######## design 1 ########
Design 1, clock routing:
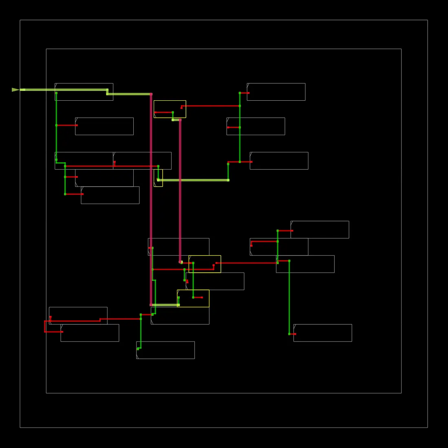

**src/rtl/sx_bus_ctrl.sv**
```systemverilog
`default_nettype none
// ============================================================================
//  Module      : sx_bus_ctrl
//  Description : Am386SX local-bus cycle controller. It tracks the CLK2 phase
//                and samples ADS# at T-state boundaries. It classifies and
//                decodes each bus cycle into ROM/MEM/IO selects, inserts
//                per-region wait states and drives READY#. It also arbitrates
//                the bus between the CPU and one DMA master via HOLD/HLDA.
//  Revision    : 1.0 - initial release
// ----------------------------------------------------------------------------
//  Ports
//    clk        CLK2 (twice the T-state rate)
//    reset_n    asynchronous active-low reset
//    ads_n      CPU ADS#
//    mio/dc/wr  CPU M/IO#, D/C#, W/R#
//    lock_n     CPU LOCK#
//    addr       CPU A[23:1]
//    ready_n    READY# to CPU
//    na_n       NA# to CPU, tied inactive (no pipelining)
//    rom_cs     ROM select
//    mem_cs     RAM select
//    io_cs      I/O select
//    cyc_wr     W/R# latched for the current cycle
//    inta_cyc   current cycle is an interrupt acknowledge
//    halt_cyc   current cycle is halt/shutdown
//    bus_err    one-clk pulse on a reserved cycle type
//    hold       HOLD to CPU
//    holda      HLDA from CPU (synchronous to clk)
//    dma_req    external master bus request
//    dma_gnt    external master owns the bus
//    state_dbg  current FSM state
// ============================================================================
module sx_bus_ctrl #(
   parameter int unsigned ROM_WS = 2,
   parameter int unsigned MEM_WS = 0,
   parameter int unsigned IO_WS  = 4,
   parameter int unsigned WS_W   = 4
) (
   input  logic        clk,
   input  logic        reset_n,
   input  logic        ads_n,
   input  logic        mio,
   input  logic        dc,
   input  logic        wr,
   input  logic        lock_n,
   input  logic [23:1] addr,
   output logic        ready_n,
   output logic        na_n,
   output logic        rom_cs,
   output logic        mem_cs,
   output logic        io_cs,
   output logic        cyc_wr,
   output logic        inta_cyc,
   output logic        halt_cyc,
   output logic        bus_err,
   output logic        hold,
   input  logic        holda,
   input  logic        dma_req,
   output logic        dma_gnt,
   output logic [2:0]  state_dbg
);

   localparam logic [WS_W-1:0] c_ROM_WS = WS_W'(ROM_WS);
   localparam logic [WS_W-1:0] c_MEM_WS = WS_W'(MEM_WS);
   localparam logic [WS_W-1:0] c_IO_WS  = WS_W'(IO_WS);
   localparam logic [WS_W-1:0] c_ONE    = WS_W'(1);

   typedef enum logic [2:0] {
      S_IDLE = 3'd0,
      S_WAIT = 3'd1,
      S_RDY  = 3'd2,
      S_HREQ = 3'd3,
      S_HACT = 3'd4
   } state_t;

   state_t          r_state,    w_state_nxt;
   logic            r_ph;
   logic [WS_W-1:0] r_wcnt,     w_wcnt_nxt;
   logic            r_ready_n,  w_ready_n_nxt;
   logic            r_rom_cs,   w_rom_cs_nxt;
   logic            r_mem_cs,   w_mem_cs_nxt;
   logic            r_io_cs,    w_io_cs_nxt;
   logic            r_cyc_wr,   w_cyc_wr_nxt;
   logic            r_inta,     w_inta_nxt;
   logic            r_halt,     w_halt_nxt;
   logic            r_err_pend, w_err_pend_nxt;
   logic            r_bus_err;
   logic            r_hold,     w_hold_nxt;
   logic            r_dma_gnt,  w_dma_gnt_nxt;

   // Cycle decode from the live pins; only used on the ADS-sample edge.
   logic            w_dec_rom, w_dec_mem, w_dec_io;
   logic            w_dec_inta, w_dec_halt, w_dec_rsv;
   logic [WS_W-1:0] w_dec_ws;
   logic            w_rom_hit;

   // Only A[23:16] take part in the region decode.
   logic            w_unused_addr;
   assign w_unused_addr = &{1'b0, addr[15:1]};

   assign w_rom_hit = (addr[23:16] == 8'hFF);

   always_comb begin
      w_dec_rom  = 1'b0;
      w_dec_mem  = 1'b0;
      w_dec_io   = 1'b0;
      w_dec_inta = 1'b0;
      w_dec_halt = 1'b0;
      w_dec_rsv  = 1'b0;
      w_dec_ws   = c_IO_WS;
      case ({mio, dc, wr})
         3'b000:         w_dec_inta = 1'b1;
         3'b001:         w_dec_rsv  = 1'b1;
         3'b010, 3'b011: w_dec_io   = 1'b1;
         3'b101:         w_dec_halt = 1'b1;
         default: begin  // 100 code read, 11x data
            if (w_rom_hit) begin
               w_dec_rom = 1'b1;
               w_dec_ws  = c_ROM_WS;
            end else begin
               w_dec_mem = 1'b1;
               w_dec_ws  = c_MEM_WS;
            end
         end
      endcase
   end

   // Next-state / next-output logic. r_ph high means the coming edge ends a
   // T-state; CPU-side decisions are only taken on those edges, while the
   // HOLD/HLDA handshake reacts on every edge.
   always_comb begin
      w_state_nxt    = r_state;
      w_wcnt_nxt     = r_wcnt;
      w_ready_n_nxt  = r_ready_n;
      w_rom_cs_nxt   = r_rom_cs;
      w_mem_cs_nxt   = r_mem_cs;
      w_io_cs_nxt    = r_io_cs;
      w_cyc_wr_nxt   = r_cyc_wr;
      w_inta_nxt     = r_inta;
      w_halt_nxt     = r_halt;
      w_err_pend_nxt = 1'b0;
      w_hold_nxt     = r_hold;
      w_dma_gnt_nxt  = r_dma_gnt;

      case (r_state)
         S_IDLE: begin
            if (r_ph) begin
               // A CPU cycle start wins over a DMA request on the same edge.
               if (!ads_n) begin
                  w_rom_cs_nxt   = w_dec_rom;
                  w_mem_cs_nxt   = w_dec_mem;
                  w_io_cs_nxt    = w_dec_io;
                  w_inta_nxt     = w_dec_inta;
                  w_halt_nxt     = w_dec_halt;
                  w_err_pend_nxt = w_dec_rsv;
                  w_cyc_wr_nxt   = wr;
                  w_wcnt_nxt     = w_dec_ws;
                  if (w_dec_ws == '0) begin
                     w_ready_n_nxt = 1'b0;
                     w_state_nxt   = S_RDY;
                  end else begin
                     w_state_nxt   = S_WAIT;
                  end
               end else if (dma_req && lock_n) begin
                  w_hold_nxt  = 1'b1;
                  w_state_nxt = S_HREQ;
               end
            end
         end

         S_WAIT: begin
            if (r_ph) begin
               w_wcnt_nxt = r_wcnt - c_ONE;
               if (r_wcnt == c_ONE) begin
                  w_ready_n_nxt = 1'b0;
                  w_state_nxt   = S_RDY;
               end
            end
         end

         S_RDY: begin
            if (r_ph) begin
               w_ready_n_nxt = 1'b1;
               w_rom_cs_nxt  = 1'b0;
               w_mem_cs_nxt  = 1'b0;
               w_io_cs_nxt   = 1'b0;
               w_inta_nxt    = 1'b0;
               w_halt_nxt    = 1'b0;
               if (dma_req && lock_n) begin
                  w_hold_nxt  = 1'b1;
                  w_state_nxt = S_HREQ;
               end else begin
                  w_state_nxt = S_IDLE;
               end
            end
         end

         S_HREQ: begin
            if (holda) begin
               w_dma_gnt_nxt = 1'b1;
               w_state_nxt   = S_HACT;
            end else if (!dma_req) begin
               w_hold_nxt  = 1'b0;
               w_state_nxt = S_IDLE;
            end
         end

         S_HACT: begin
            // While granted, wait for the master to let go; once released,
            // stay here until the CPU drops HLDA and reclaims the bus.
            if (r_dma_gnt) begin
               if (!dma_req) begin
                  w_hold_nxt    = 1'b0;
                  w_dma_gnt_nxt = 1'b0;
               end
            end else if (!holda) begin
               w_state_nxt = S_IDLE;
            end
         end

         default: w_state_nxt = S_IDLE;
      endcase
   end

   always_ff @(posedge clk or negedge reset_n) begin
      if (!reset_n) begin
         r_state    <= S_IDLE;
         r_ph       <= 1'b0;
         r_wcnt     <= '0;
         r_ready_n  <= 1'b1;
         r_rom_cs   <= 1'b0;
         r_mem_cs   <= 1'b0;
         r_io_cs    <= 1'b0;
         r_cyc_wr   <= 1'b0;
         r_inta     <= 1'b0;
         r_halt     <= 1'b0;
         r_err_pend <= 1'b0;
         r_bus_err  <= 1'b0;
         r_hold     <= 1'b0;
         r_dma_gnt  <= 1'b0;
      end else begin
         r_state    <= w_state_nxt;
         r_ph       <= ~r_ph;
         r_wcnt     <= w_wcnt_nxt;
         r_ready_n  <= w_ready_n_nxt;
         r_rom_cs   <= w_rom_cs_nxt;
         r_mem_cs   <= w_mem_cs_nxt;
         r_io_cs    <= w_io_cs_nxt;
         r_cyc_wr   <= w_cyc_wr_nxt;
         r_inta     <= w_inta_nxt;
         r_halt     <= w_halt_nxt;
         r_err_pend <= w_err_pend_nxt;
         // Delayed one clk so the pulse lands on the edge after the sample.
         r_bus_err  <= r_err_pend;
         r_hold     <= w_hold_nxt;
         r_dma_gnt  <= w_dma_gnt_nxt;
      end
   end

   assign ready_n   = r_ready_n;
   assign na_n      = 1'b1;
   assign rom_cs    = r_rom_cs;
   assign mem_cs    = r_mem_cs;
   assign io_cs     = r_io_cs;
   assign cyc_wr    = r_cyc_wr;
   assign inta_cyc  = r_inta;
   assign halt_cyc  = r_halt;
   assign bus_err   = r_bus_err;
   assign hold      = r_hold;
   assign dma_gnt   = r_dma_gnt;
   assign state_dbg = r_state;

endmodule
`default_nettype wire
```
**config.mk**
```make
export PLATFORM = sky130hd
export DESIGN_NAME = sx_bus_ctrl
export DESIGN_NICKNAME = d
export VERILOG_FILES = /design/src/rtl/sx_bus_ctrl.sv
export SDC_FILE = /design/constraint.sdc
export NUM_CORES = 1
export LEC_CHECK = 0
export CELL_PAD_IN_SITES_DETAIL_PLACEMENT = 0
export CELL_PAD_IN_SITES_GLOBAL_PLACEMENT = 1
export CORE_MARGIN = 4
export CORE_UTILIZATION = 35
export CTS_BUF_LIST = sky130_fd_sc_hd__clkbuf_8
export DETAILED_ROUTE_END_ITERATION = 6
export GPL_TIMING_DRIVEN = 0
export HOLD_SLACK_MARGIN = 0.12
export PLACE_DENSITY_LB_ADDON = 0.2
export SLEW_MARGIN = 20
export SYNTH_ARGS = -nofsm -noshare
export SYNTH_HDL_FRONTEND = slang
export SYNTH_SLANG_ARGS = --single-unit
export TNS_END_PERCENT = 30
```
**constraint.sdc**
```tcl
create_clock -name clk -period 3.8 [get_ports clk]
set_input_delay 0.76 -clock clk [delete_from_list [all_inputs] [get_ports clk]]
set_output_delay 0.76 -clock clk [all_outputs]
set_load 0.05 [all_outputs]
```
######## design 2 ########
### src/rtl/mig_pkg.sv
// Shared constants for the migration address collector.
package mig_pkg;
  localparam int MIG_ADDR_SIZE = 28;
  localparam int MIG_CNT_W     = 16;
  localparam int MIG_HIST_N    = 4;
  localparam logic [MIG_ADDR_SIZE-1:0] MIG_SENTINEL = '1;
endpackage

### src/rtl/mig_req_ring.sv
// Power-of-two ring buffer holding pending migration requests; flush empties it in one cycle.
module mig_req_ring #(
  parameter  int W     = 28,
  parameter  int DEPTH = 8,
  localparam int AW    = $clog2(DEPTH),
  localparam int LW    = AW + 1
) (
  input  logic          clk,
  input  logic          rstn,
  input  logic          push,
  input  logic [W-1:0]  push_data,
  input  logic          pop,
  input  logic          flush,
  output logic [W-1:0]  head,
  output logic [LW-1:0] level,
  output logic          empty,
  output logic          full
);
  logic [DEPTH-1:0][W-1:0] mem;
  logic [AW-1:0]           wptr, rptr;
  logic                    do_push, do_pop;

  assign empty   = (level == '0);
  assign full    = (level == LW'(DEPTH));
  assign do_pop  = pop && !empty;
  assign do_push = push && (!full || do_pop);
  assign head    = mem[rptr];

  // Pointers wrap naturally because DEPTH is a power of two.
  always_ff @(posedge clk or negedge rstn) begin
    if (!rstn) begin
      wptr  <= '0;
      rptr  <= '0;
      level <= '0;
    end else if (flush) begin
      wptr  <= '0;
      rptr  <= '0;
      level <= '0;
    end else begin
      if (do_push) wptr <= wptr + 1'b1;
      if (do_pop)  rptr <= rptr + 1'b1;
      level <= level + LW'(do_push) - LW'(do_pop);
    end
  end

  always_ff @(posedge clk) begin
    if (do_push && !flush) mem[wptr] <= push_data;
  end
endmodule

### src/rtl/mig_addr_collector.sv
// Collects migration addresses from a CDC FIFO, drops sentinels (and duplicates when
// MIG_DEDUP_EN is defined), and queues the rest as downstream migration requests.
module mig_addr_collector
  import mig_pkg::*;
#(
  parameter  int ADDR_SIZE = MIG_ADDR_SIZE,
  parameter  int DEPTH     = 8,
  parameter  int CNT_W     = MIG_CNT_W,
  localparam int LW        = $clog2(DEPTH) + 1
) (
  input  logic                 clk,
  input  logic                 rstn,
  input  logic                 mig_cdc_fifo_valid,
  input  logic [ADDR_SIZE-1:0] mig_cdc_fifo_data_out,
  output logic                 mig_cdc_fifo_ready,
  output logic                 mig_req_valid,
  output logic [ADDR_SIZE-1:0] mig_req_addr,
  input  logic                 mig_req_ready,
  input  logic                 flush,
  output logic [CNT_W-1:0]     recv_cnt,
  output logic [CNT_W-1:0]     inv_cnt,
  output logic [CNT_W-1:0]     dup_cnt,
  output logic [LW-1:0]        q_level
);
  localparam logic [LW:0] DEPTH_L = (LW+1)'(DEPTH);

  logic                 stage_v;
  logic [ADDR_SIZE-1:0] stage_addr;
  logic                 xfer, is_sent, is_dup, push, pop, empty, full;
  logic [ADDR_SIZE-1:0] head;
  logic [LW:0]          occ;

  // Reserve a slot for the stage entry so an accepted word can always be enqueued.
  assign occ                = {1'b0, q_level} + (LW+1)'(stage_v);
  assign mig_cdc_fifo_ready = rstn && !flush && (occ < DEPTH_L);
  assign xfer               = mig_cdc_fifo_valid && mig_cdc_fifo_ready;
  assign is_sent            = (stage_addr == {ADDR_SIZE{1'b1}});
  assign push               = stage_v && !flush && !is_sent && !is_dup;
  assign pop                = mig_req_valid && mig_req_ready;
  assign mig_req_valid      = !empty;
  assign mig_req_addr       = empty ? {ADDR_SIZE{1'b1}} : head;

  always_ff @(posedge clk or negedge rstn) begin
    if (!rstn) begin
      stage_v    <= 1'b0;
      stage_addr <= '1;
    end else if (flush) begin
      stage_v    <= 1'b0;
    end else begin
      stage_v    <= xfer;
      if (xfer) stage_addr <= mig_cdc_fifo_data_out;
    end
  end

  always_ff @(posedge clk or negedge rstn) begin
    if (!rstn) begin
      recv_cnt <= '0;
      inv_cnt  <= '0;
    end else if (stage_v && !flush) begin
      if (is_sent) begin
        if (inv_cnt != '1) inv_cnt <= inv_cnt + 1'b1;
      end else if (!is_dup) begin
        if (recv_cnt != '1) recv_cnt <= recv_cnt + 1'b1;
      end
    end
  end

`ifdef MIG_DEDUP_EN
  logic [MIG_HIST_N-1:0][ADDR_SIZE-1:0] hist_a;
  logic [MIG_HIST_N-1:0]                hist_v, hit;

  for (genvar i = 0; i < MIG_HIST_N; i++) begin : g_hit
    assign hit[i] = hist_v[i] && (hist_a[i] == stage_addr);
  end
  assign is_dup = !is_sent && (|hit);

  // Newest enqueued address enters at index 0.
  always_ff @(posedge clk or negedge rstn) begin
    if (!rstn) begin
      hist_v <= '0;
      hist_a <= '0;
    end else if (flush) begin
      hist_v <= '0;
    end else if (push) begin
      hist_a <= {hist_a[MIG_HIST_N-2:0], stage_addr};
      hist_v <= {hist_v[MIG_HIST_N-2:0], 1'b1};
    end
  end

  always_ff @(posedge clk or negedge rstn) begin
    if (!rstn) dup_cnt <= '0;
    else if (stage_v && !flush && is_dup && dup_cnt != '1) dup_cnt <= dup_cnt + 1'b1;
  end
`else
  assign is_dup  = 1'b0;
  assign dup_cnt = '0;
`endif

  mig_req_ring #(.W(ADDR_SIZE), .DEPTH(DEPTH)) u_ring (
    .clk       (clk),
    .rstn      (rstn),
    .push      (push),
    .push_data (stage_addr),
    .pop       (pop),
    .flush     (flush),
    .head      (head),
    .level     (q_level),
    .empty     (empty),
    .full      (full)
  );
endmodule

### config.mk
export PLATFORM = sky130hd
export DESIGN_NAME = mig_addr_collector
export DESIGN_NICKNAME = d
export VERILOG_FILES = /design/src/rtl/mig_pkg.sv /design/src/rtl/mig_req_ring.sv /design/src/rtl/mig_addr_collector.sv
export SDC_FILE = /design/constraint.sdc
export NUM_CORES = 1
export LEC_CHECK = 0
export CORE_MARGIN = 1
export CORE_UTILIZATION = 50
export DETAILED_ROUTE_END_ITERATION = 6
export PLACE_DENSITY = 0.74
export SETUP_SLACK_MARGIN = 0.02
export SYNTH_ARGS = -nofsm -noshare
export SYNTH_HDL_FRONTEND = slang
export SYNTH_HIERARCHICAL = 1
export SYNTH_SLANG_ARGS = --single-unit
### constraint.sdc
create_clock -name clk -period 4.12 [get_ports clk]
set_clock_uncertainty 0.1 [all_clocks]
set_input_delay 0.618 -clock clk [delete_from_list [all_inputs] [get_ports clk]]
set_output_delay 0.618 -clock clk [all_outputs]
set_load 0.02 [all_outputs]
######## design 3 ########
`src/rtl/sa_write_arbiter.sv`:
```
// Slave-side AXI4 write arbiter: grants one master's AW, tags AWID with the master index,
// steers W beats by grant order and routes B back by BID. Define ARB_ROUND_ROBIN_EN for round-robin.
module sa_write_arbiter #(
    parameter int MST_AMT           = 2,
    parameter int OUTSTANDING_AMT   = 8,
    parameter int DATA_WIDTH        = 32,
    parameter int ADDR_WIDTH        = 32,
    parameter int TRANS_MST_ID_W    = 5,
    parameter int TRANS_BURST_W     = 2,
    parameter int TRANS_DATA_LEN_W  = 3,
    parameter int TRANS_DATA_SIZE_W = 3,
    parameter int TRANS_WR_RESP_W   = 2,
    parameter int MST_ID_W          = $clog2(MST_AMT),
    parameter int TRANS_SLV_ID_W    = MST_ID_W + TRANS_MST_ID_W
) (
    input  logic                                           ACLK_i,
    input  logic                                           ARESET_i,
    input  logic [MST_AMT-1:0][TRANS_MST_ID_W-1:0]         m_AWID_i,
    input  logic [MST_AMT-1:0][ADDR_WIDTH-1:0]             m_AWADDR_i,
    input  logic [MST_AMT-1:0][TRANS_BURST_W-1:0]          m_AWBURST_i,
    input  logic [MST_AMT-1:0][TRANS_DATA_LEN_W-1:0]       m_AWLEN_i,
    input  logic [MST_AMT-1:0][TRANS_DATA_SIZE_W-1:0]      m_AWSIZE_i,
    input  logic [MST_AMT-1:0]                             m_AWVALID_i,
    output logic [MST_AMT-1:0]                             m_AWREADY_o,
    input  logic [MST_AMT-1:0][DATA_WIDTH-1:0]             m_WDATA_i,
    input  logic [MST_AMT-1:0]                             m_WLAST_i,
    input  logic [MST_AMT-1:0]                             m_WVALID_i,
    output logic [MST_AMT-1:0]                             m_WREADY_o,
    output logic [MST_AMT-1:0][TRANS_MST_ID_W-1:0]         m_BID_o,
    output logic [MST_AMT-1:0][TRANS_WR_RESP_W-1:0]        m_BRESP_o,
    output logic [MST_AMT-1:0]                             m_BVALID_o,
    input  logic [MST_AMT-1:0]                             m_BREADY_i,
    output logic [TRANS_SLV_ID_W-1:0]                      s_AWID_o,
    output logic [ADDR_WIDTH-1:0]                          s_AWADDR_o,
    output logic [TRANS_BURST_W-1:0]                       s_AWBURST_o,
    output logic [TRANS_DATA_LEN_W-1:0]                    s_AWLEN_o,
    output logic [TRANS_DATA_SIZE_W-1:0]                   s_AWSIZE_o,
    output logic                                           s_AWVALID_o,
    input  logic                                           s_AWREADY_i,
    output logic [DATA_WIDTH-1:0]                          s_WDATA_o,
    output logic                                           s_WLAST_o,
    output logic                                           s_WVALID_o,
    input  logic                                           s_WREADY_i,
    input  logic [TRANS_SLV_ID_W-1:0]                      s_BID_i,
    input  logic [TRANS_WR_RESP_W-1:0]                     s_BRESP_i,
    input  logic                                           s_BVALID_i,
    output logic                                           s_BREADY_o
);

    localparam int PTR_W = $clog2(OUTSTANDING_AMT);
    localparam int CNT_W = PTR_W + 1;

    logic [TRANS_SLV_ID_W-1:0]    r_aw_id;
    logic [ADDR_WIDTH-1:0]        r_aw_addr;
    logic [TRANS_BURST_W-1:0]     r_aw_burst;
    logic [TRANS_DATA_LEN_W-1:0]  r_aw_len;
    logic [TRANS_DATA_SIZE_W-1:0] r_aw_size;
    logic                         r_aw_valid;

    logic [MST_ID_W-1:0]          r_fifo [OUTSTANDING_AMT];
    logic [PTR_W-1:0]             r_wptr;
    logic [PTR_W-1:0]             r_rptr;
    logic [CNT_W-1:0]             r_count;

    logic                         w_slot_free;
    logic                         w_full;
    logic                         w_empty;
    logic                         w_accept;
    logic                         w_any;
    logic                         w_gnt;
    logic [MST_ID_W-1:0]          w_gnt_idx;
    logic                         w_push;
    logic                         w_pop;
    logic [MST_ID_W-1:0]          w_head;
    logic [MST_ID_W-1:0]          w_bk;
    logic                         w_bk_ok;

    assign w_full      = (r_count == CNT_W'(OUTSTANDING_AMT));
    assign w_empty     = (r_count == '0);
    assign w_slot_free = !r_aw_valid || s_AWREADY_i;
    // Full blocks grants even when a WLAST pop lands in the same cycle.
    assign w_accept    = w_slot_free && !w_full && !ARESET_i;
    assign w_any       = |m_AWVALID_i;
    assign w_gnt       = w_accept && w_any;

`ifdef ARB_ROUND_ROBIN_EN
    logic [MST_ID_W-1:0] r_rr_ptr;

    // Scan from highest offset down so the smallest offset from the pointer wins.
    always_comb begin
        int v_idx;
        v_idx     = 0;
        w_gnt_idx = '0;
        for (int i = MST_AMT - 1; i >= 0; i--) begin
            v_idx = int'(r_rr_ptr) + i;
            if (v_idx >= MST_AMT) v_idx = v_idx - MST_AMT;
            if (m_AWVALID_i[v_idx]) w_gnt_idx = MST_ID_W'(v_idx);
        end
    end

    always_ff @(posedge ACLK_i) begin
        if (ARESET_i) begin
            r_rr_ptr <= '0;
        end else if (w_gnt) begin
            if (int'(w_gnt_idx) == MST_AMT - 1) r_rr_ptr <= '0;
            else                                r_rr_ptr <= w_gnt_idx + MST_ID_W'(1);
        end
    end
`else
    always_comb begin
        w_gnt_idx = '0;
        for (int i = MST_AMT - 1; i >= 0; i--) begin
            if (m_AWVALID_i[i]) w_gnt_idx = MST_ID_W'(i);
        end
    end
`endif

    // Output register: only reloads when the slot is free, so a stalled AW holds.
    always_ff @(posedge ACLK_i) begin
        if (ARESET_i) begin
            r_aw_id    <= '0;
            r_aw_addr  <= '0;
            r_aw_burst <= '0;
            r_aw_len   <= '0;
            r_aw_size  <= '0;
            r_aw_valid <= 1'b0;
        end else if (w_gnt) begin
            r_aw_id    <= {w_gnt_idx, m_AWID_i[w_gnt_idx]};
            r_aw_addr  <= m_AWADDR_i[w_gnt_idx];
            r_aw_burst <= m_AWBURST_i[w_gnt_idx];
            r_aw_len   <= m_AWLEN_i[w_gnt_idx];
            r_aw_size  <= m_AWSIZE_i[w_gnt_idx];
            r_aw_valid <= 1'b1;
        end else if (s_AWREADY_i) begin
            r_aw_valid <= 1'b0;
        end
    end

    assign s_AWID_o    = r_aw_id;
    assign s_AWADDR_o  = r_aw_addr;
    assign s_AWBURST_o = r_aw_burst;
    assign s_AWLEN_o   = r_aw_len;
    assign s_AWSIZE_o  = r_aw_size;
    assign s_AWVALID_o = r_aw_valid;

    assign w_push = w_gnt;
    assign w_pop  = s_WVALID_o && s_WREADY_i && s_WLAST_o;
    assign w_head = r_fifo[r_rptr];

    always_ff @(posedge ACLK_i) begin
        if (w_push) r_fifo[r_wptr] <= w_gnt_idx;
    end

    always_ff @(posedge ACLK_i) begin
        if (ARESET_i) begin
            r_wptr  <= '0;
            r_rptr  <= '0;
            r_count <= '0;
        end else begin
            if (w_push) begin
                if (r_wptr == PTR_W'(OUTSTANDING_AMT - 1)) r_wptr <= '0;
                else                                        r_wptr <= r_wptr + PTR_W'(1);
            end
            if (w_pop) begin
                if (r_rptr == PTR_W'(OUTSTANDING_AMT - 1)) r_rptr <= '0;
                else                                        r_rptr <= r_rptr + PTR_W'(1);
            end
            case ({w_push, w_pop})
                2'b10:   r_count <= r_count + CNT_W'(1);
                2'b01:   r_count <= r_count - CNT_W'(1);
                default: r_count <= r_count;
            endcase
        end
    end

    // W beats follow the FIFO head; nothing passes before its AW was granted.
    assign s_WDATA_o  = m_WDATA_i[w_head];
    assign s_WLAST_o  = m_WLAST_i[w_head];
    assign s_WVALID_o = !w_empty && m_WVALID_i[w_head];

    assign w_bk    = s_BID_i[TRANS_SLV_ID_W-1 -: MST_ID_W];
    assign w_bk_ok = (int'(w_bk) < MST_AMT);
    // Responses tagged for a nonexistent master are sunk here.
    assign s_BREADY_o = w_bk_ok ? m_BREADY_i[w_bk] : 1'b1;

    for (genvar g = 0; g < MST_AMT; g++) begin : g_lane
        assign m_AWREADY_o[g] = w_gnt && (w_gnt_idx == MST_ID_W'(g));
        assign m_WREADY_o[g]  = !w_empty && s_WREADY_i && (w_head == MST_ID_W'(g));
        assign m_BVALID_o[g]  = s_BVALID_i && w_bk_ok && (w_bk == MST_ID_W'(g));
        assign m_BID_o[g]     = s_BID_i[TRANS_MST_ID_W-1:0];
        assign m_BRESP_o[g]   = s_BRESP_i;
    end

endmodule

```
`config.mk`:
```
export PLATFORM = sky130hd
export DESIGN_NAME = sa_write_arbiter
export DESIGN_NICKNAME = d
export VERILOG_FILES = /design/src/rtl/sa_write_arbiter.sv
export SDC_FILE = /design/constraint.sdc
export NUM_CORES = 1
export LEC_CHECK = 0
export CORE_AREA = 2 2 109 111
export CTS_CLUSTER_DIAMETER = 200
export CTS_CLUSTER_SIZE = 30
export DETAILED_ROUTE_END_ITERATION = 6
export DIE_AREA = 0 0 111 113
export DONT_BUFFER_PORTS = 1
export GPL_ROUTABILITY_DRIVEN = 0
export REMOVE_ABC_BUFFERS = 1
export SYNTH_ARGS = -nofsm -noshare
export SYNTH_HDL_FRONTEND = slang
export SYNTH_SLANG_ARGS = --single-unit
```
`constraint.sdc`:
```
create_clock -name ACLK_i -period 3.1 [get_ports ACLK_i]
set_input_delay 0.31 -clock ACLK_i [delete_from_list [all_inputs] [get_ports ACLK_i]]
set_output_delay 0.31 -clock ACLK_i [all_outputs]
set_load 0.01 [all_outputs]
```
######## design 4 ########
<file path="src/rtl/cpu_dbg_pkg.sv">
// Shared types and constants for the CPU step/run clock-enable logic.
package cpu_dbg_pkg;

    typedef enum logic [1:0] {
        STEP  = 2'd0,
        RUN   = 2'd1,
        BREAK = 2'd2
    } step_state_e;

    localparam int STEP_COUNT_W        = 16;
    localparam int DEF_DEBOUNCE_CYCLES = 500000;    // 10 ms at 50 MHz
    localparam int DEF_RUN_DIV         = 50000000;  // 1 Hz auto-run at 50 MHz

endpackage

</file>
<file path="src/rtl/debounce_sync.sv">
// Two-flop synchronizer followed by a stability-count debouncer.
// RST_VAL is the level the synchronizer and the accepted output take in reset.
module debounce_sync
    import cpu_dbg_pkg::*;
#(
    parameter int   DEB_CYCLES = DEF_DEBOUNCE_CYCLES,
    parameter logic RST_VAL    = 1'b0
) (
    input  logic clk,
    input  logic rst_n,
    input  logic din,
    output logic dout
);

    localparam int             CW       = $clog2(DEB_CYCLES);
    localparam logic [CW-1:0]  CNT_LAST = CW'(DEB_CYCLES - 1);

    logic          sync1_q, sync1_d;
    logic          sync2_q, sync2_d;
    logic          stable_q, stable_d;
    logic [CW-1:0] cnt_q, cnt_d;

    // A differing sample must persist DEB_CYCLES samples in a row to be accepted.
    always_comb begin
        sync1_d  = din;
        sync2_d  = sync1_q;
        stable_d = stable_q;
        cnt_d    = '0;
        if (sync2_q != stable_q) begin
            if (cnt_q == CNT_LAST) begin
                stable_d = sync2_q;
            end else begin
                cnt_d = cnt_q + CW'(1);
            end
        end
    end

    // Synchronizer, accepted level and stability counter.
    always_ff @(posedge clk or negedge rst_n) begin
        if (!rst_n) begin
            sync1_q  <= RST_VAL;
            sync2_q  <= RST_VAL;
            stable_q <= RST_VAL;
            cnt_q    <= '0;
        end else begin
            sync1_q  <= sync1_d;
            sync2_q  <= sync2_d;
            stable_q <= stable_d;
            cnt_q    <= cnt_d;
        end
    end

    assign dout = stable_q;

endmodule

</file>
<file path="src/rtl/cpu_step_ctrl.sv">
// Step / auto-run clock-enable generator for the single-cycle core.
// Optional breakpoint support is compiled in with `define CPU_STEP_CTRL_BREAK_EN.
module cpu_step_ctrl
    import cpu_dbg_pkg::*;
#(
    parameter int DEBOUNCE_CYCLES = DEF_DEBOUNCE_CYCLES,
    parameter int RUN_DIV         = DEF_RUN_DIV
) (
    input  logic                    CLK,
    input  logic                    RST,
    input  logic                    KEY_STEP,
    input  logic                    SW_RUN,
`ifdef CPU_STEP_CTRL_BREAK_EN
    input  logic [31:0]             PC,
    input  logic [31:0]             BREAK_PC,
    output logic                    BREAK_HIT,
`endif
    output logic                    STEP_EN,
    output logic [STEP_COUNT_W-1:0] STEP_COUNT,
    output logic                    RUN_MODE
);

    localparam int            DW       = $clog2(RUN_DIV);
    localparam logic [DW-1:0] DIV_LAST = DW'(RUN_DIV - 1);

    logic stable_key, stable_run, press;

    step_state_e             state_q, state_d;
    logic [DW-1:0]           div_q, div_d;
    logic                    step_en_q, step_en_d;
    logic [STEP_COUNT_W-1:0] step_count_q, step_count_d;
    logic                    run_mode_q, run_mode_d;
    logic                    key_prev_q, key_prev_d;
`ifdef CPU_STEP_CTRL_BREAK_EN
    logic                    break_hit_q, break_hit_d;
`endif

    // Key idles released (high), switch idles in single-step (low).
    debounce_sync #(.DEB_CYCLES(DEBOUNCE_CYCLES), .RST_VAL(1'b1)) u_key_db (
        .clk (CLK), .rst_n (RST), .din (KEY_STEP), .dout (stable_key)
    );
    debounce_sync #(.DEB_CYCLES(DEBOUNCE_CYCLES), .RST_VAL(1'b0)) u_run_db (
        .clk (CLK), .rst_n (RST), .din (SW_RUN), .dout (stable_run)
    );

    // Press is the falling edge of the accepted key level; release is ignored.
    assign press = key_prev_q & ~stable_key;

    // Next-state, divider and strobe; a mode change always beats a strobe.
    always_comb begin
        state_d    = state_q;
        div_d      = '0;
        step_en_d  = 1'b0;
        key_prev_d = stable_key;
        case (state_q)
            STEP: begin
                if (stable_run) begin
                    state_d = RUN;
                end else if (press) begin
                    step_en_d = 1'b1;
                end
            end
            RUN: begin
                if (!stable_run) begin
                    state_d = STEP;
                end else if (div_q == DIV_LAST) begin
`ifdef CPU_STEP_CTRL_BREAK_EN
                    if (PC == BREAK_PC) begin
                        state_d = BREAK;
                    end else begin
                        step_en_d = 1'b1;
                    end
`else
                    step_en_d = 1'b1;
`endif
                end else begin
                    div_d = div_q + DW'(1);
                end
            end
`ifdef CPU_STEP_CTRL_BREAK_EN
            BREAK: begin
                if (!stable_run) begin
                    state_d = STEP;
                end
            end
`endif
            default: state_d = STEP;
        endcase
        step_count_d = step_count_q + {{(STEP_COUNT_W-1){1'b0}}, step_en_d};
        run_mode_d   = (state_d == RUN);
`ifdef CPU_STEP_CTRL_BREAK_EN
        break_hit_d  = (state_d == BREAK);
`endif
    end

    // State, divider and registered outputs.
    always_ff @(posedge CLK or negedge RST) begin
        if (!RST) begin
            state_q      <= STEP;
            div_q        <= '0;
            step_en_q    <= 1'b0;
            step_count_q <= '0;
            run_mode_q   <= 1'b0;
            key_prev_q   <= 1'b1;
`ifdef CPU_STEP_CTRL_BREAK_EN
            break_hit_q  <= 1'b0;
`endif
        end else begin
            state_q      <= state_d;
            div_q        <= div_d;
            step_en_q    <= step_en_d;
            step_count_q <= step_count_d;
            run_mode_q   <= run_mode_d;
            key_prev_q   <= key_prev_d;
`ifdef CPU_STEP_CTRL_BREAK_EN
            break_hit_q  <= break_hit_d;
`endif
        end
    end

    assign STEP_EN    = step_en_q;
    assign STEP_COUNT = step_count_q;
    assign RUN_MODE   = run_mode_q;
`ifdef CPU_STEP_CTRL_BREAK_EN
    assign BREAK_HIT  = break_hit_q;
`endif

endmodule

</file>
<file path="config.mk">
export PLATFORM = sky130hd
export DESIGN_NAME = cpu_step_ctrl
export DESIGN_NICKNAME = d
export VERILOG_FILES = /design/src/rtl/cpu_dbg_pkg.sv /design/src/rtl/debounce_sync.sv /design/src/rtl/cpu_step_ctrl.sv
export SDC_FILE = /design/constraint.sdc
export NUM_CORES = 1
export LEC_CHECK = 0
export CORE_MARGIN = 5
export CORE_UTILIZATION = 40
export CTS_BUF_LIST = sky130_fd_sc_hd__clkbuf_2 sky130_fd_sc_hd__clkbuf_4 sky130_fd_sc_hd__clkbuf_8
export CTS_CLUSTER_DIAMETER = 120
export CTS_CLUSTER_SIZE = 30
export DETAILED_ROUTE_END_ITERATION = 10
export PLACE_DENSITY = 0.53
export SYNTH_ARGS = -nofsm -noshare
export SYNTH_HDL_FRONTEND = slang
export SYNTH_HIERARCHICAL = 1
export SYNTH_SLANG_ARGS = --single-unit
</file>
<file path="constraint.sdc">
create_clock -name CLK -period 3.1 [get_ports CLK]
set_clock_uncertainty 0.1 [all_clocks]
set_input_delay 0.62 -clock CLK [delete_from_list [all_inputs] [get_ports CLK]]
set_output_delay 0.62 -clock CLK [all_outputs]
set_load 0.005 [all_outputs]
</file>

==> screenshots <==
Nets reached from selected ports.
(a)
(2 px per um)
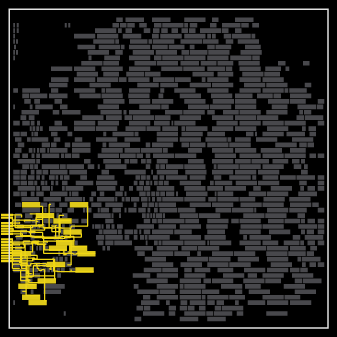
(b)
(6 px per um)
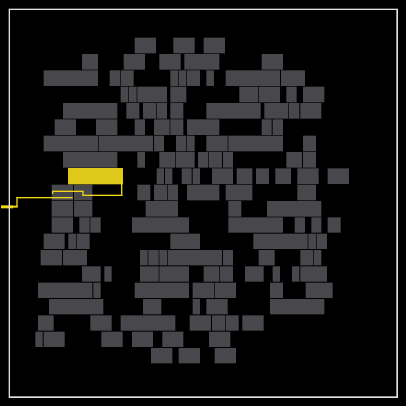
(c)
(3 px per um)
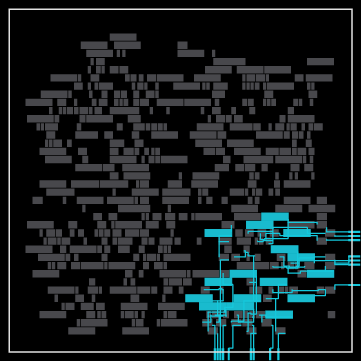
(d)
(3 px per um)
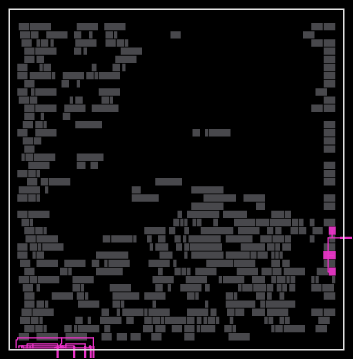
- fewest cells: (b)
- most cells: (a)
design 3: (d)
design 4: (c)
design 1: (b)
design 2: (a)

Key to (d):
s_BID_i: marked magenta, bits 6, direction input, edge 5 bottom, 1 right, end cells 3, wire 132 um.

Design 2, clock distribution:
(3 px per um)
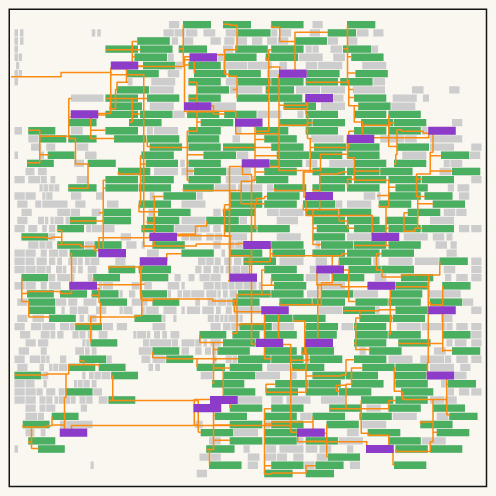
clock drivers: marked purple, count 30. flip-flops: marked green, count 295. clock wires: marked orange, length 3190 um.
There are 31 routed clock nets.
clock share of power: 34.5%
P_clk: 2960 uW

==> run_results.csv, design 2 <==
group,metric,value,unit
floorplan,initCoreUtil,51.60,%
global_routing,grt_pass1_vias,6751,
worst_setup_path,cp-endpoint,"mig_req_addr[8]",
timing,period_used_share,95.49,%
route,wl_per_cell,21.60,um
timing,rsz0062_at_grt,"false",
yosys,syn_avg_cell_area,17.97,sq um
floorplan,die_w,158.6,um
floorplan,rows,56,
placement,gp_congestion,0.8074,
finish,seq_share,57.80,%
finish,lay_top_count,"edfxtp_1",
worst_setup_path,crit_chain,"buf_12 > mux4_2 > mux2_2 > or2_2 > clkdlybuf4s50_1",
global_routing,grt_pass1_wl,38.75,mm
pwr,ir_worst_vdd,0.0003268,V
timing,hold_violations,0,
finish,logic_area,3507,sq um
status,outcome,"finished, final reports clean",
worst_setup_path,crit_slowest_cell,"dfrtp_4",
clocking,htree_levels,1,
finish,syn2layout_area_growth,20.60,%
route,dr.pass1.iters,5,
finish,comb_area_share,23.73,%
finish,ff_latch_area,8543,sq um
[design 2: power breakdown]
part | leakage [uW] | switching, uW | total, uW | internal, uW
clock | 0.000529 | 1110 | 2960 | 1850
sequential | 0.00290 | 351 | 4050 | 3700
combinational | 0.00167 | 771 | 1580 | 804
[design 2: through the flow]
stage | cell area, sq um | cells | util [%] | setup slack (ns) | total power, uW
after CTS | 14780 | 1151 | 62.23 | 0.1106 | 8663
after global placement | 13680 | 1095 | 57.57 | 0.7424 | 5639
final | 14780 | 1151 | 62.23 | 0.1860 | 8590
after global routing | 14780 | 1151 | 62.23 | 0.02001 | 8941
after detailed placement | 13680 | 1095 | 57.57 | 0.7066 | 5704
after floorplan | 12310 | 697 | - | -0.2433 | 4956
[design 2: routing by layer]
layer  GRT usage (%)  share of wire, %  vias to the layer above
met5               0                 0                        -
met4           5.128               1.4                        0
met3           3.838               6.1                       30
met2           35.25                50                      226
met1           27.85                42                     3372
li1                -                 -                     2883
[design 2: flip-flops by register name, summed over array words and instances (netlist names)]
register,flops
stage_v,1
inv_cnt,16
u_ring/wptr,3
u_ring/level,4
stage_addr,28
u_ring/rptr,3
recv_cnt,16
u_ring/mem,224
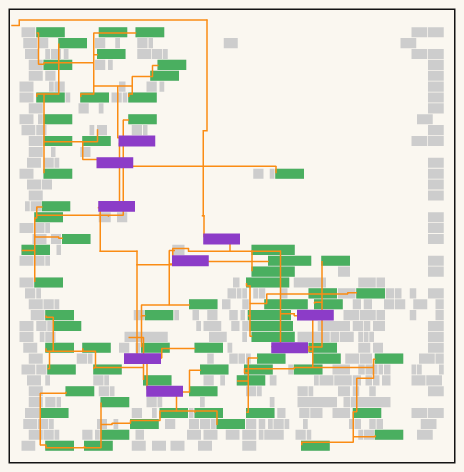
Design 3: clock distribution
(4 px per um)
flip-flops: marked green, count 68. clock drivers: marked purple, count 9. clock wires: marked orange, length 976 um.
There are 10 routed clock nets.

==> run_results.csv, design 3 <==
group,metric,value,unit
floorplan,core_area,11270,sq um
yosys,seq_area_frac_synth,38.93,%
worst_setup_path,worstSetupStartpointType,"register",
yosys,syn_inst,375,
route,ant_nets,0,
status,outcome,"finished, final reports clean",
pwr,p_total,2405,uW
yosys,ys_warn_count,0,
worst_setup_path,crit_buf_inv,0,
worst_setup_path,end_kind,"register",
global_routing,grt_usage,14.54,%
timing,layout_min_cycle_time,2.858,ns
timing,fin_skew,0.009083,ns
global_routing,busiest_layer,"met2",
worst_setup_path,timing.rr.end,"r_count[2]$_SDFFE_PP0P_",
clocking,htree_levels,3,
finish,drive_above_1_share,18.08,%
floorplan,rows,39,
worst_setup_path,r2r_slack,0.24,ns
clocking,cts-root-buf,"clkbuf_16",
worst_setup_path,r2r_cells,10,
job,drv_cap,0,
route,via_count,2665,
timing,setup_ws,0.2416,ns
timing,setup_violations,0,
yosys,top_cell_area_share,32.44,%
finish,fin_cells,497,
global_routing,grt_antenna_before_repair,0,
pwr,combinationalPowerShare,14.9,%
timing,worst_pin_slew,0.7868,ns
clocking,cts_tree,"done",
timing,max_slew_margin,47.55,%
min_path,hold_end,"s_AWID_o[0]$_SDFFE_PP0P_",
worst_setup_path,critPathMaxFanout,5,
yosys,synth_stat.cells,375,
clocking,cts_hold_buf,0,
job,warnings,26,
floorplan,ios,277,
finish,lay_top_cells,"60 x dfxtp_1, 57 x nor2_1, 49 x mux2i_1",
pwr,switching_share,27.76,%
route,drt-initial-drc-count,83,
route,routed.top_layer,"met4",
floorplan,die_w,111,um
worst_setup_path,crit_arrival,3.12,ns
design 3: final cells by class:
cell class	count	area [sq um]	area share (%)
Inverter	4	15.01	0.3752
Clock inverter	6	65.06	1.626
Timing Repair Buffer	6	45.04	1.126
Clock buffer	10	229.0	5.722
Tap cell	143	178.9	4.472
Sequential cell	68	1441	36.02
Multi-Input combinational cell	260	2027	50.66
design 3: synth_stat cells, drive strengths merged:
cell and number:
inv 4, clkbuf 11, nor2 57, or3 3, mux4 2, o41ai 1
a21oi 6, nand2 7, mux2 35, nor4 2, and2 2, ha 7
nand2b 6, mux2i 50, and3b 1, buf 32, nand3b 1, dfxtp 60
a2111o 1, a21o 1, nand3 2, a2111oi 2, edfxtp 8, o21ai 6
nor4bb 1, o211ai 2, a211oi 45, nor2b 6, or3b 1, xor2 3
nor3 9, nor4b 1
design 3: cell families (layout without fill, tap and decap cells):
group | Yosys count | after routing | synth area share [%]
DFF | 68 | 68 | 38.93
adders and majority gates | 7 | 7 | 2.366
xor gates and xnor gates | 3 | 3 | 0.7098
AOI/OAI and AO/OA | 64 | 64 | 13.38
and+or+nand+nor | 99 | 99 | 12.37
muxes | 87 | 87 | 25.48
buffers and inverters | 47 | 26 | 6.759
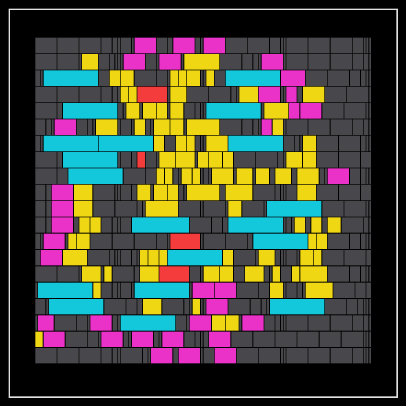
Design 1: placed cells, one color a class
(6 px per um) Fill, decap, tap and diode cells in gray.
flops: marked cyan, cells 19, share of their area 33%. clock drivers and dummy loads: marked red, cells 4, share of their area 3.1%. combinational and other logic: marked yellow, cells 89, share of their area 42%. other buffers and delay cells: marked magenta, cells 34, share of their area 22%.
Cell Rows: 20
Final Core Density: 49.26%
design area: 1504 sq um

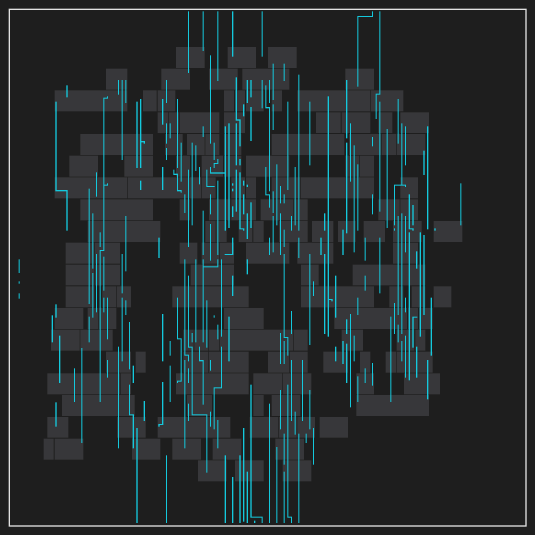
Design 1: the metal 2 layer
(8 px per um) Cells faint in the background.
143 nets have wire on it. The longest straight run is 29.9 um. The layer holds 48% of the routed length. The layer carries 1290 um of wire. The wires run mostly vertical.
final wirelength: 2.686 mm
M2 GR Usage: 22.94%

About 'clock routing' of design 1:
P_clk: 137 uW
Seq cells: 19
Num Clock Sinks: 19
Fin Clk Skew: 0.002259 ns
CTS buffer count: 3

==> run_results.csv, design 1 <==
group,metric,value,unit
status,outcome,"finished, final reports clean",
yosys,ys_ff,19,
global_routing,busiest_layer,"met2",
route,drt-initial-drc-count,35,
worst_setup_path,r2r-start,"r_wcnt[1]$_DFFE_PN0P_",
worst_setup_path,critical_path_class,"reg2out",
pwr,p_total,1245,uW
floorplan,die_w,64.41,um
yosys,synth_stat.cells,113,
worst_setup_path,cp-startpoint,"ready_n$_DFFE_PN1P_",
worst_setup_path,cp-endpoint,"ready_n",
clocking,cts-root-buf,"clkbuf_8",
clocking,cts_setup_buffers,0,
finish,final_nets,181,
clocking,clk_latency,0.25,ns
timing,fmax,424.4,MHz
global_routing,grt_max_degree,20,
clocking,cts_tree,"done",
timing,hold-worst-slack,0.3528,ns
worst_setup_path,r2r_slack,2.06,ns
floorplan,initCoreUtil,36.48,%
clocking,htree_levels,1,
pwr,power.density,827.8,nW/um^2
worst_setup_path,crit_arrival,1.60,ns
timing,worst_pin_slew,0.8387,ns
min_path,hold_class,"reg2reg",
finish,largest_reg_flops,4,
clocking,clk_pin_slew,0.07,ns
global_routing,grt_util_met1,17.83,%
timing,period_used_share,62.00,%
timing,hold_violations,0,
worst_setup_path,crit_chain,"clkdlybuf4s50_1",
worst_setup_path,crit_family,"buffers and inverters",
global_routing,grt_overflow,0,
timing,rsz0062_at_grt,"false",
worst_setup_path,worstSetupStartpointType,"register",
-- design 1: per-stage QoR --
step	instances	area (sq um)
floorplan	113	1114
global placement	186	1459
detailed placement	186	1459
CTS	190	1504
global route	190	1504
finish	190	1504
-- design 1: how the worst min path moves through the flow --
stage,slack (ns),startpoint,endpoint
2_1_floorplan,0.33,r_err_pend$_DFF_PN0_,bus_err$_DFF_PN0_
3_3_place_gp,0.35,r_err_pend$_DFF_PN0_,bus_err$_DFF_PN0_
3_5_place_dp,0.35,r_err_pend$_DFF_PN0_,bus_err$_DFF_PN0_
4_1_cts,0.35,r_err_pend$_DFF_PN0_,bus_err$_DFF_PN0_
5_1_grt,0.38,r_err_pend$_DFF_PN0_,bus_err$_DFF_PN0_
6_report,0.35,r_err_pend$_DFF_PN0_,bus_err$_DFF_PN0_
-- design 1: layout make-up --
class | count | area, sq um
repair buffers | 29 | 290.3
flip-flops and latches | 19 | 476.7
plain buffers | 5 | 33.78
well taps | 44 | 55.05
clock inverters | 1 | 3.754
multi-input cells | 80 | 569.3
clock buffers | 3 | 41.29
inverters | 9 | 33.78
fillers | 323 | 1549
-- design 1: report_power, final --
part	internal, uW	switching, uW
clock	71.8	65.5
sequential	279	51.6
combinational	317	461
total	667	578
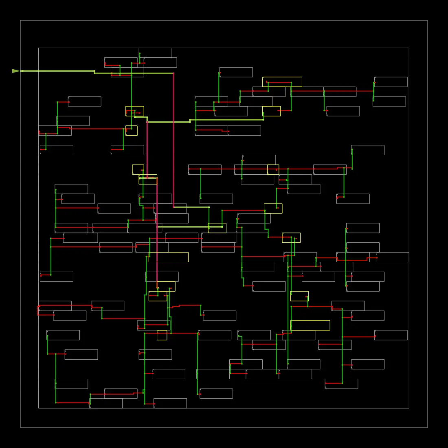
Design 4: clock routing
P_clk: 978 uW
CTS buffer count: 9
Seq cells: 91

==> run_results.csv, design 4 <==
group,metric,value,unit
timing,max_slew_margin,64.36,%
yosys,netlist_logic_family_top,"simple AND/OR/NAND/NOR gates",
timing,hold_violations,0,
worst_setup_path,timing.rr.end,"STEP_COUNT[15]$_DFF_PN0_",
yosys,synth_area,4307,sq um
global_routing,grt_overflow,0,
finish,fillCellCount,999,
worst_setup_path,worstPathRequired,3.25,ns
worst_setup_path,end_kind,"register",
floorplan,dieArea,12940,sq um
status,outcome,"finished, final reports clean",
clocking,htree_levels,3,
finish,largest_reg_flops,26,
route,wl_per_cell,13.51,um
route,via_per_inst,4.957,
worst_setup_path,cp-endpoint,"STEP_COUNT[15]$_DFF_PN0_",
yosys,synth_async_sr_flop_share,100.0,%
yosys,ys_ff,91,
yosys,syn_inst,407,
clocking,cts_hold_buf,0,
timing,worst_pin_slew,0.5313,ns
finish,ff_latch_area,2282,sq um
yosys,top_cell_area_share,50.55,%
global_routing,grt_max_degree,40,
yosys,yosys.cell_types.count,37,
yosys,xor_share,14.03,%
placement,hpwl,5.547,mm
pwr,p_total,2243,uW
## design 4: final cells by class
cell class                 instances  area share (%)
sequential                        91           46.12
multi-input combinational        295           39.04
timing repair buffer              29           5.411
tap                              136           3.439
clock buffer                       9           2.503
clock inverter                     7           2.503
inverter                          13          0.9861
## design 4: per-layer routing
metal  GRT usage [%]  wire length [um]  vias to the layer above
met5               0                 0                        -
met4           3.846                83                        0
met3           2.971               209                        7
met2           20.14              3545                       25
met1           18.55              3995                     1402
li1                -                 -                     1441
## design 4: per-stage QoR
| step | cells | instance area [sq um] | utilization (%) |
|---|---|---|---|
| floorplan | 407 | 4307 | - |
| global placement | 564 | 4695 | 45.07 |
| detailed placement | 564 | 4695 | 45.07 |
| CTS | 580 | 4942 | 47.45 |
| global route | 580 | 4949 | 47.51 |
| finish | 580 | 4949 | 47.51 |
## design 4: worst reg2reg max path, cell delays in order, from the launching register on
cell and delay, ns:
dfrtp_1 0.40, ha_1 0.22, nand3_1 0.15, nor2_4 0.20, nand4_1 0.14, or3_1 0.35
o21ai_1 0.18, ha_1 0.24, and3_1 0.25, and2_2 0.23, nand4_1 0.12, xnor2_1 0.14

######## design 5 ########
Design 5, clock routing:
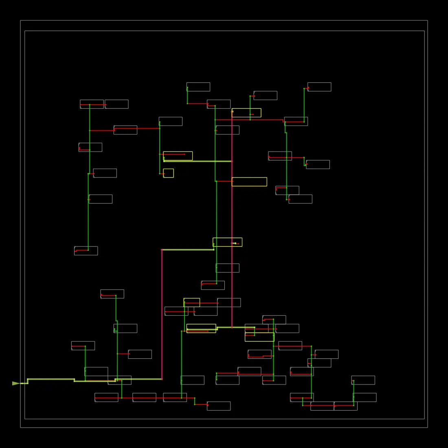
Design 5, placed cells, one color a class:
(3 px per um) Fill, decap, tap and diode cells in gray.
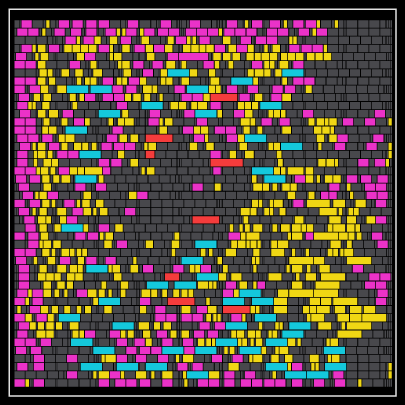
[config.mk]
export PLATFORM = sky130hd
export DESIGN_NAME = column_readout_arbiter
export DESIGN_NICKNAME = d
export VERILOG_FILES = /design/src/rtl/column_readout_arbiter.sv
export SDC_FILE = /design/constraint.sdc
export NUM_CORES = 1
export LEC_CHECK = 0
export CAP_MARGIN = 30
export CORE_UTILIZATION = 30
export DETAILED_ROUTE_END_ITERATION = 8
export MAX_ROUTING_LAYER = met4
export PLACE_DENSITY = 0.67
export SLEW_MARGIN = 30
export SYNTH_ARGS = -nofsm -noshare
export SYNTH_HDL_FRONTEND = slang
export SYNTH_SLANG_ARGS = --single-unit
[constraint.sdc]
create_clock -name clk_40MHz -period 7.2 [get_ports clk_40MHz]
set_input_delay 0.72 -clock clk_40MHz [delete_from_list [all_inputs] [get_ports clk_40MHz]]
set_output_delay 0.72 -clock clk_40MHz [all_outputs]
set_load 0.01 [all_outputs]
[src/rtl/column_readout_arbiter.sv]
// Round-robin arbiter that shares one column readout bus among N_SP super pixels.
// Optional transfer counter enabled by defining HIT_COUNTER_EN.
module column_readout_arbiter #(
  parameter int N_SP   = 8,
  parameter int DATA_W = 26,
  parameter int IDX_W  = 3,
  parameter int COL_W  = 6
) (
  input  logic                            clk_40MHz,
  input  logic                            rst,
  input  logic                            readout_en,
  input  logic [COL_W-1:0]                col_addr,
  input  logic [N_SP-1:0]                 sp_req,
  input  logic [N_SP*DATA_W-1:0]          sp_data,
  output logic [N_SP-1:0]                 sp_ack,
  output logic                            out_valid,
  input  logic                            out_ready,
  output logic [COL_W+IDX_W+DATA_W-1:0]   out_data,
  output logic                            busy,
  output logic [15:0]                     hit_count
);

  typedef enum logic [1:0] {IDLE, SEND, ACK} state_t;

  state_t           state;
  logic [IDX_W-1:0] ptr;
  logic [IDX_W-1:0] grant_idx;
  logic             grant_found;
  int               cand;

  // Rotating-priority search: ptr+1 has highest priority, ptr itself lowest.
  always_comb begin
    // NOTE: every variable gets a default first so no path leaves it unassigned (no latch).
    grant_found = 1'b0;
    grant_idx   = '0;
    cand        = 0;
    for (int i = 1; i <= N_SP; i++) begin
      cand = (int'(ptr) + i) % N_SP;
      if (!grant_found && sp_req[IDX_W'(cand)]) begin
        grant_found = 1'b1;
        grant_idx   = IDX_W'(cand);
      end
    end
  end

  // ptr doubles as the index of the word in flight between grant and ACK.
  always_ff @(posedge clk_40MHz) begin
    // NOTE: sequential state uses non-blocking assignments so all registers update together.
    if (rst) begin
      state     <= IDLE;
      out_valid <= 1'b0;
      out_data  <= '0;
      sp_ack    <= '0;
      busy      <= 1'b0;
      ptr       <= IDX_W'(N_SP - 1);
    end else begin
      case (state)
        IDLE: begin
          if (readout_en && grant_found) begin
            out_data  <= {col_addr, grant_idx, sp_data[int'(grant_idx)*DATA_W +: DATA_W]};
            out_valid <= 1'b1;
            busy      <= 1'b1;
            ptr       <= grant_idx;
            state     <= SEND;
          end
        end
        SEND: begin
          if (out_ready) begin
            out_valid <= 1'b0;
            sp_ack    <= N_SP'(1) << ptr;
            state     <= ACK;
          end
        end
        ACK: begin
          sp_ack <= '0;
          busy   <= 1'b0;
          state  <= IDLE;
        end
        default: begin
          out_valid <= 1'b0;
          sp_ack    <= '0;
          busy      <= 1'b0;
          state     <= IDLE;
        end
      endcase
    end
  end

`ifdef HIT_COUNTER_EN
  always_ff @(posedge clk_40MHz) begin
    if (rst) begin
      hit_count <= '0;
    end else if (out_valid && out_ready && hit_count != 16'hFFFF) begin
      hit_count <= hit_count + 16'd1;
    end
  end
`else
  assign hit_count = 16'h0000;
`endif

endmodule
==> run_results.csv <==
group,metric,value,unit
route,drt-initial-drc-count,277,
worst_setup_path,cp.depth,12,
yosys,yosysTopAreaCell,"dfxtp_1",
clocking,clockBufferDepth,2,
yosys,edf_count,0,
yosys,yosys.cell_types.count,50,
placement,numPortBuffers,270,
min_path,worstHoldStart,"out_valid$_SDFFE_PP0P_",
global_routing,grt_overflow,0,
yosys,fa_ha_area_share,1.827,%
min_path,hold_class,"reg2reg",
clocking,cts-root-buf,"clkbuf_16",
worst_setup_path,critical_path_class,"reg2reg",
clocking,htree_levels,2,
yosys,synth.area.mux_share,10.78,%
yosys,top_cells_by_count,"101 x o211ai_1, 56 x inv_1, 50 x dfxtp_1, 39 x and2_1, 39 x clkbuf_1",
route,ant_nets,0,
yosys,synth_stat.cells,627,
timing,hold_violations,0,
finish,inv_count,56,
status,outcome,"finished, final reports clean",
min_path,hold_end,"out_valid$_SDFFE_PP0P_",
finish,antennaDiodeCount,3,
placement,placed_cell_area,7488,sq um
yosys,netlist_logic_family_top,"AND-OR/OR-AND gates",
clocking,clk_pin_slew,0.07,ns
clocking,cts_tree,"done",
## Picture notes: 'clock routing' of design 5
CTS buffer count: 5
Fin Clk Skew: 0.004042 ns
# clk buffers: 6
Seq cells: 50

## Picture notes: 'placed cells, one color a class' of design 5
combinational and other logic: marked yellow, cells 513, share of their area 47%. clock drivers and dummy loads: marked red, cells 8, share of their area 2.4%. flops: marked cyan, cells 50, share of their area 13%. other buffers and delay cells: marked magenta, cells 278, share of their area 37%.

## power breakdown
group	internal, uW	switching (uW)	total, uW	leakage (uW)
combinational	911	1410	2320	0.00228
sequential	363	65.1	428	0.000412
clock	175	114	289	0.0000875
## worst reg2reg max path, cell delays in order (launching register included)
cell	delay [ns]
dfxtp_1	0.81
inv_1	0.33
ha_1	0.70
mux4_2	0.44
mux2_2	0.32
or4b_1	0.64
or3b_2	0.51
buf_4	0.31
o21a_4	0.32
buf_16	0.25
and2_1	0.25
a2111oi_0	0.47
nor4_1	0.10
## kinds of logic after synthesis
family	count (synthesis)
and+or+nand+nor	142
other	1
AOI/OAI and AO/OA	251
muxes	37
DFF	50
adders and majority gates	7
xor gates and xnor gates	4
buffers and inverters	135
## per-layer routing
layer	wire length, um	vias to the layer above	GRT usage [%]
li1	-	2773	-
met1	9103	2713	31.63
met2	10070	246	42.29
met3	1169	26	3.493
met4	484	0	7.474
met5	0	-	-


==> layout pictures side by side <==
The metal 2 layer.
image #1
(3 px per um) Cells faint in the background.
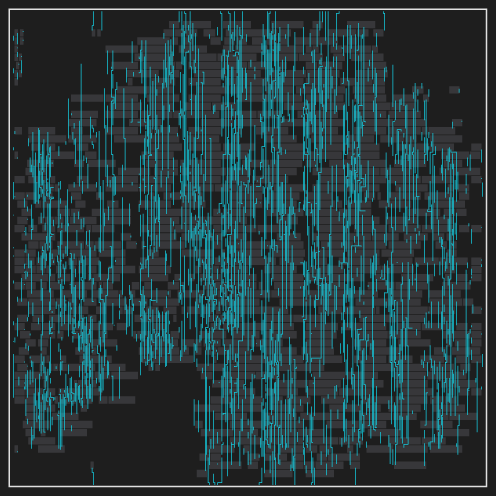
image #2
(4 px per um) Cells faint in the background.
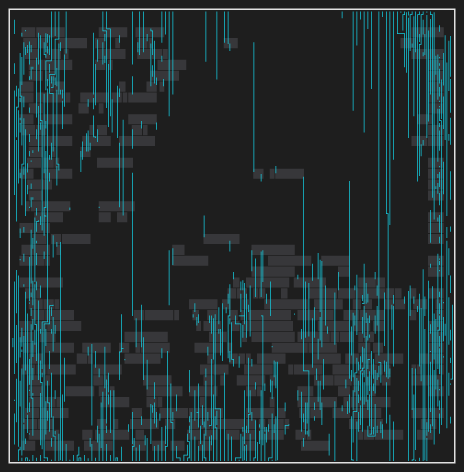
image #3
(4 px per um) Cells faint in the background.
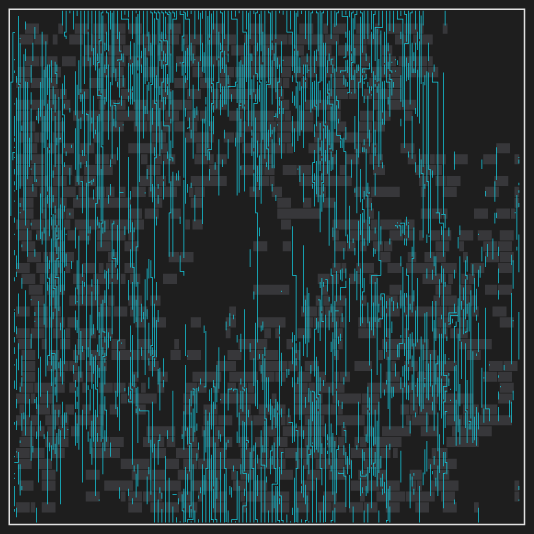
- smallest die: image #2
- largest die: image #1
Image #1 is design 2.
Image #3 is design 5.
Image #2 is design 3.

No activity file was given, so power comes from the tool's default toggle rates.
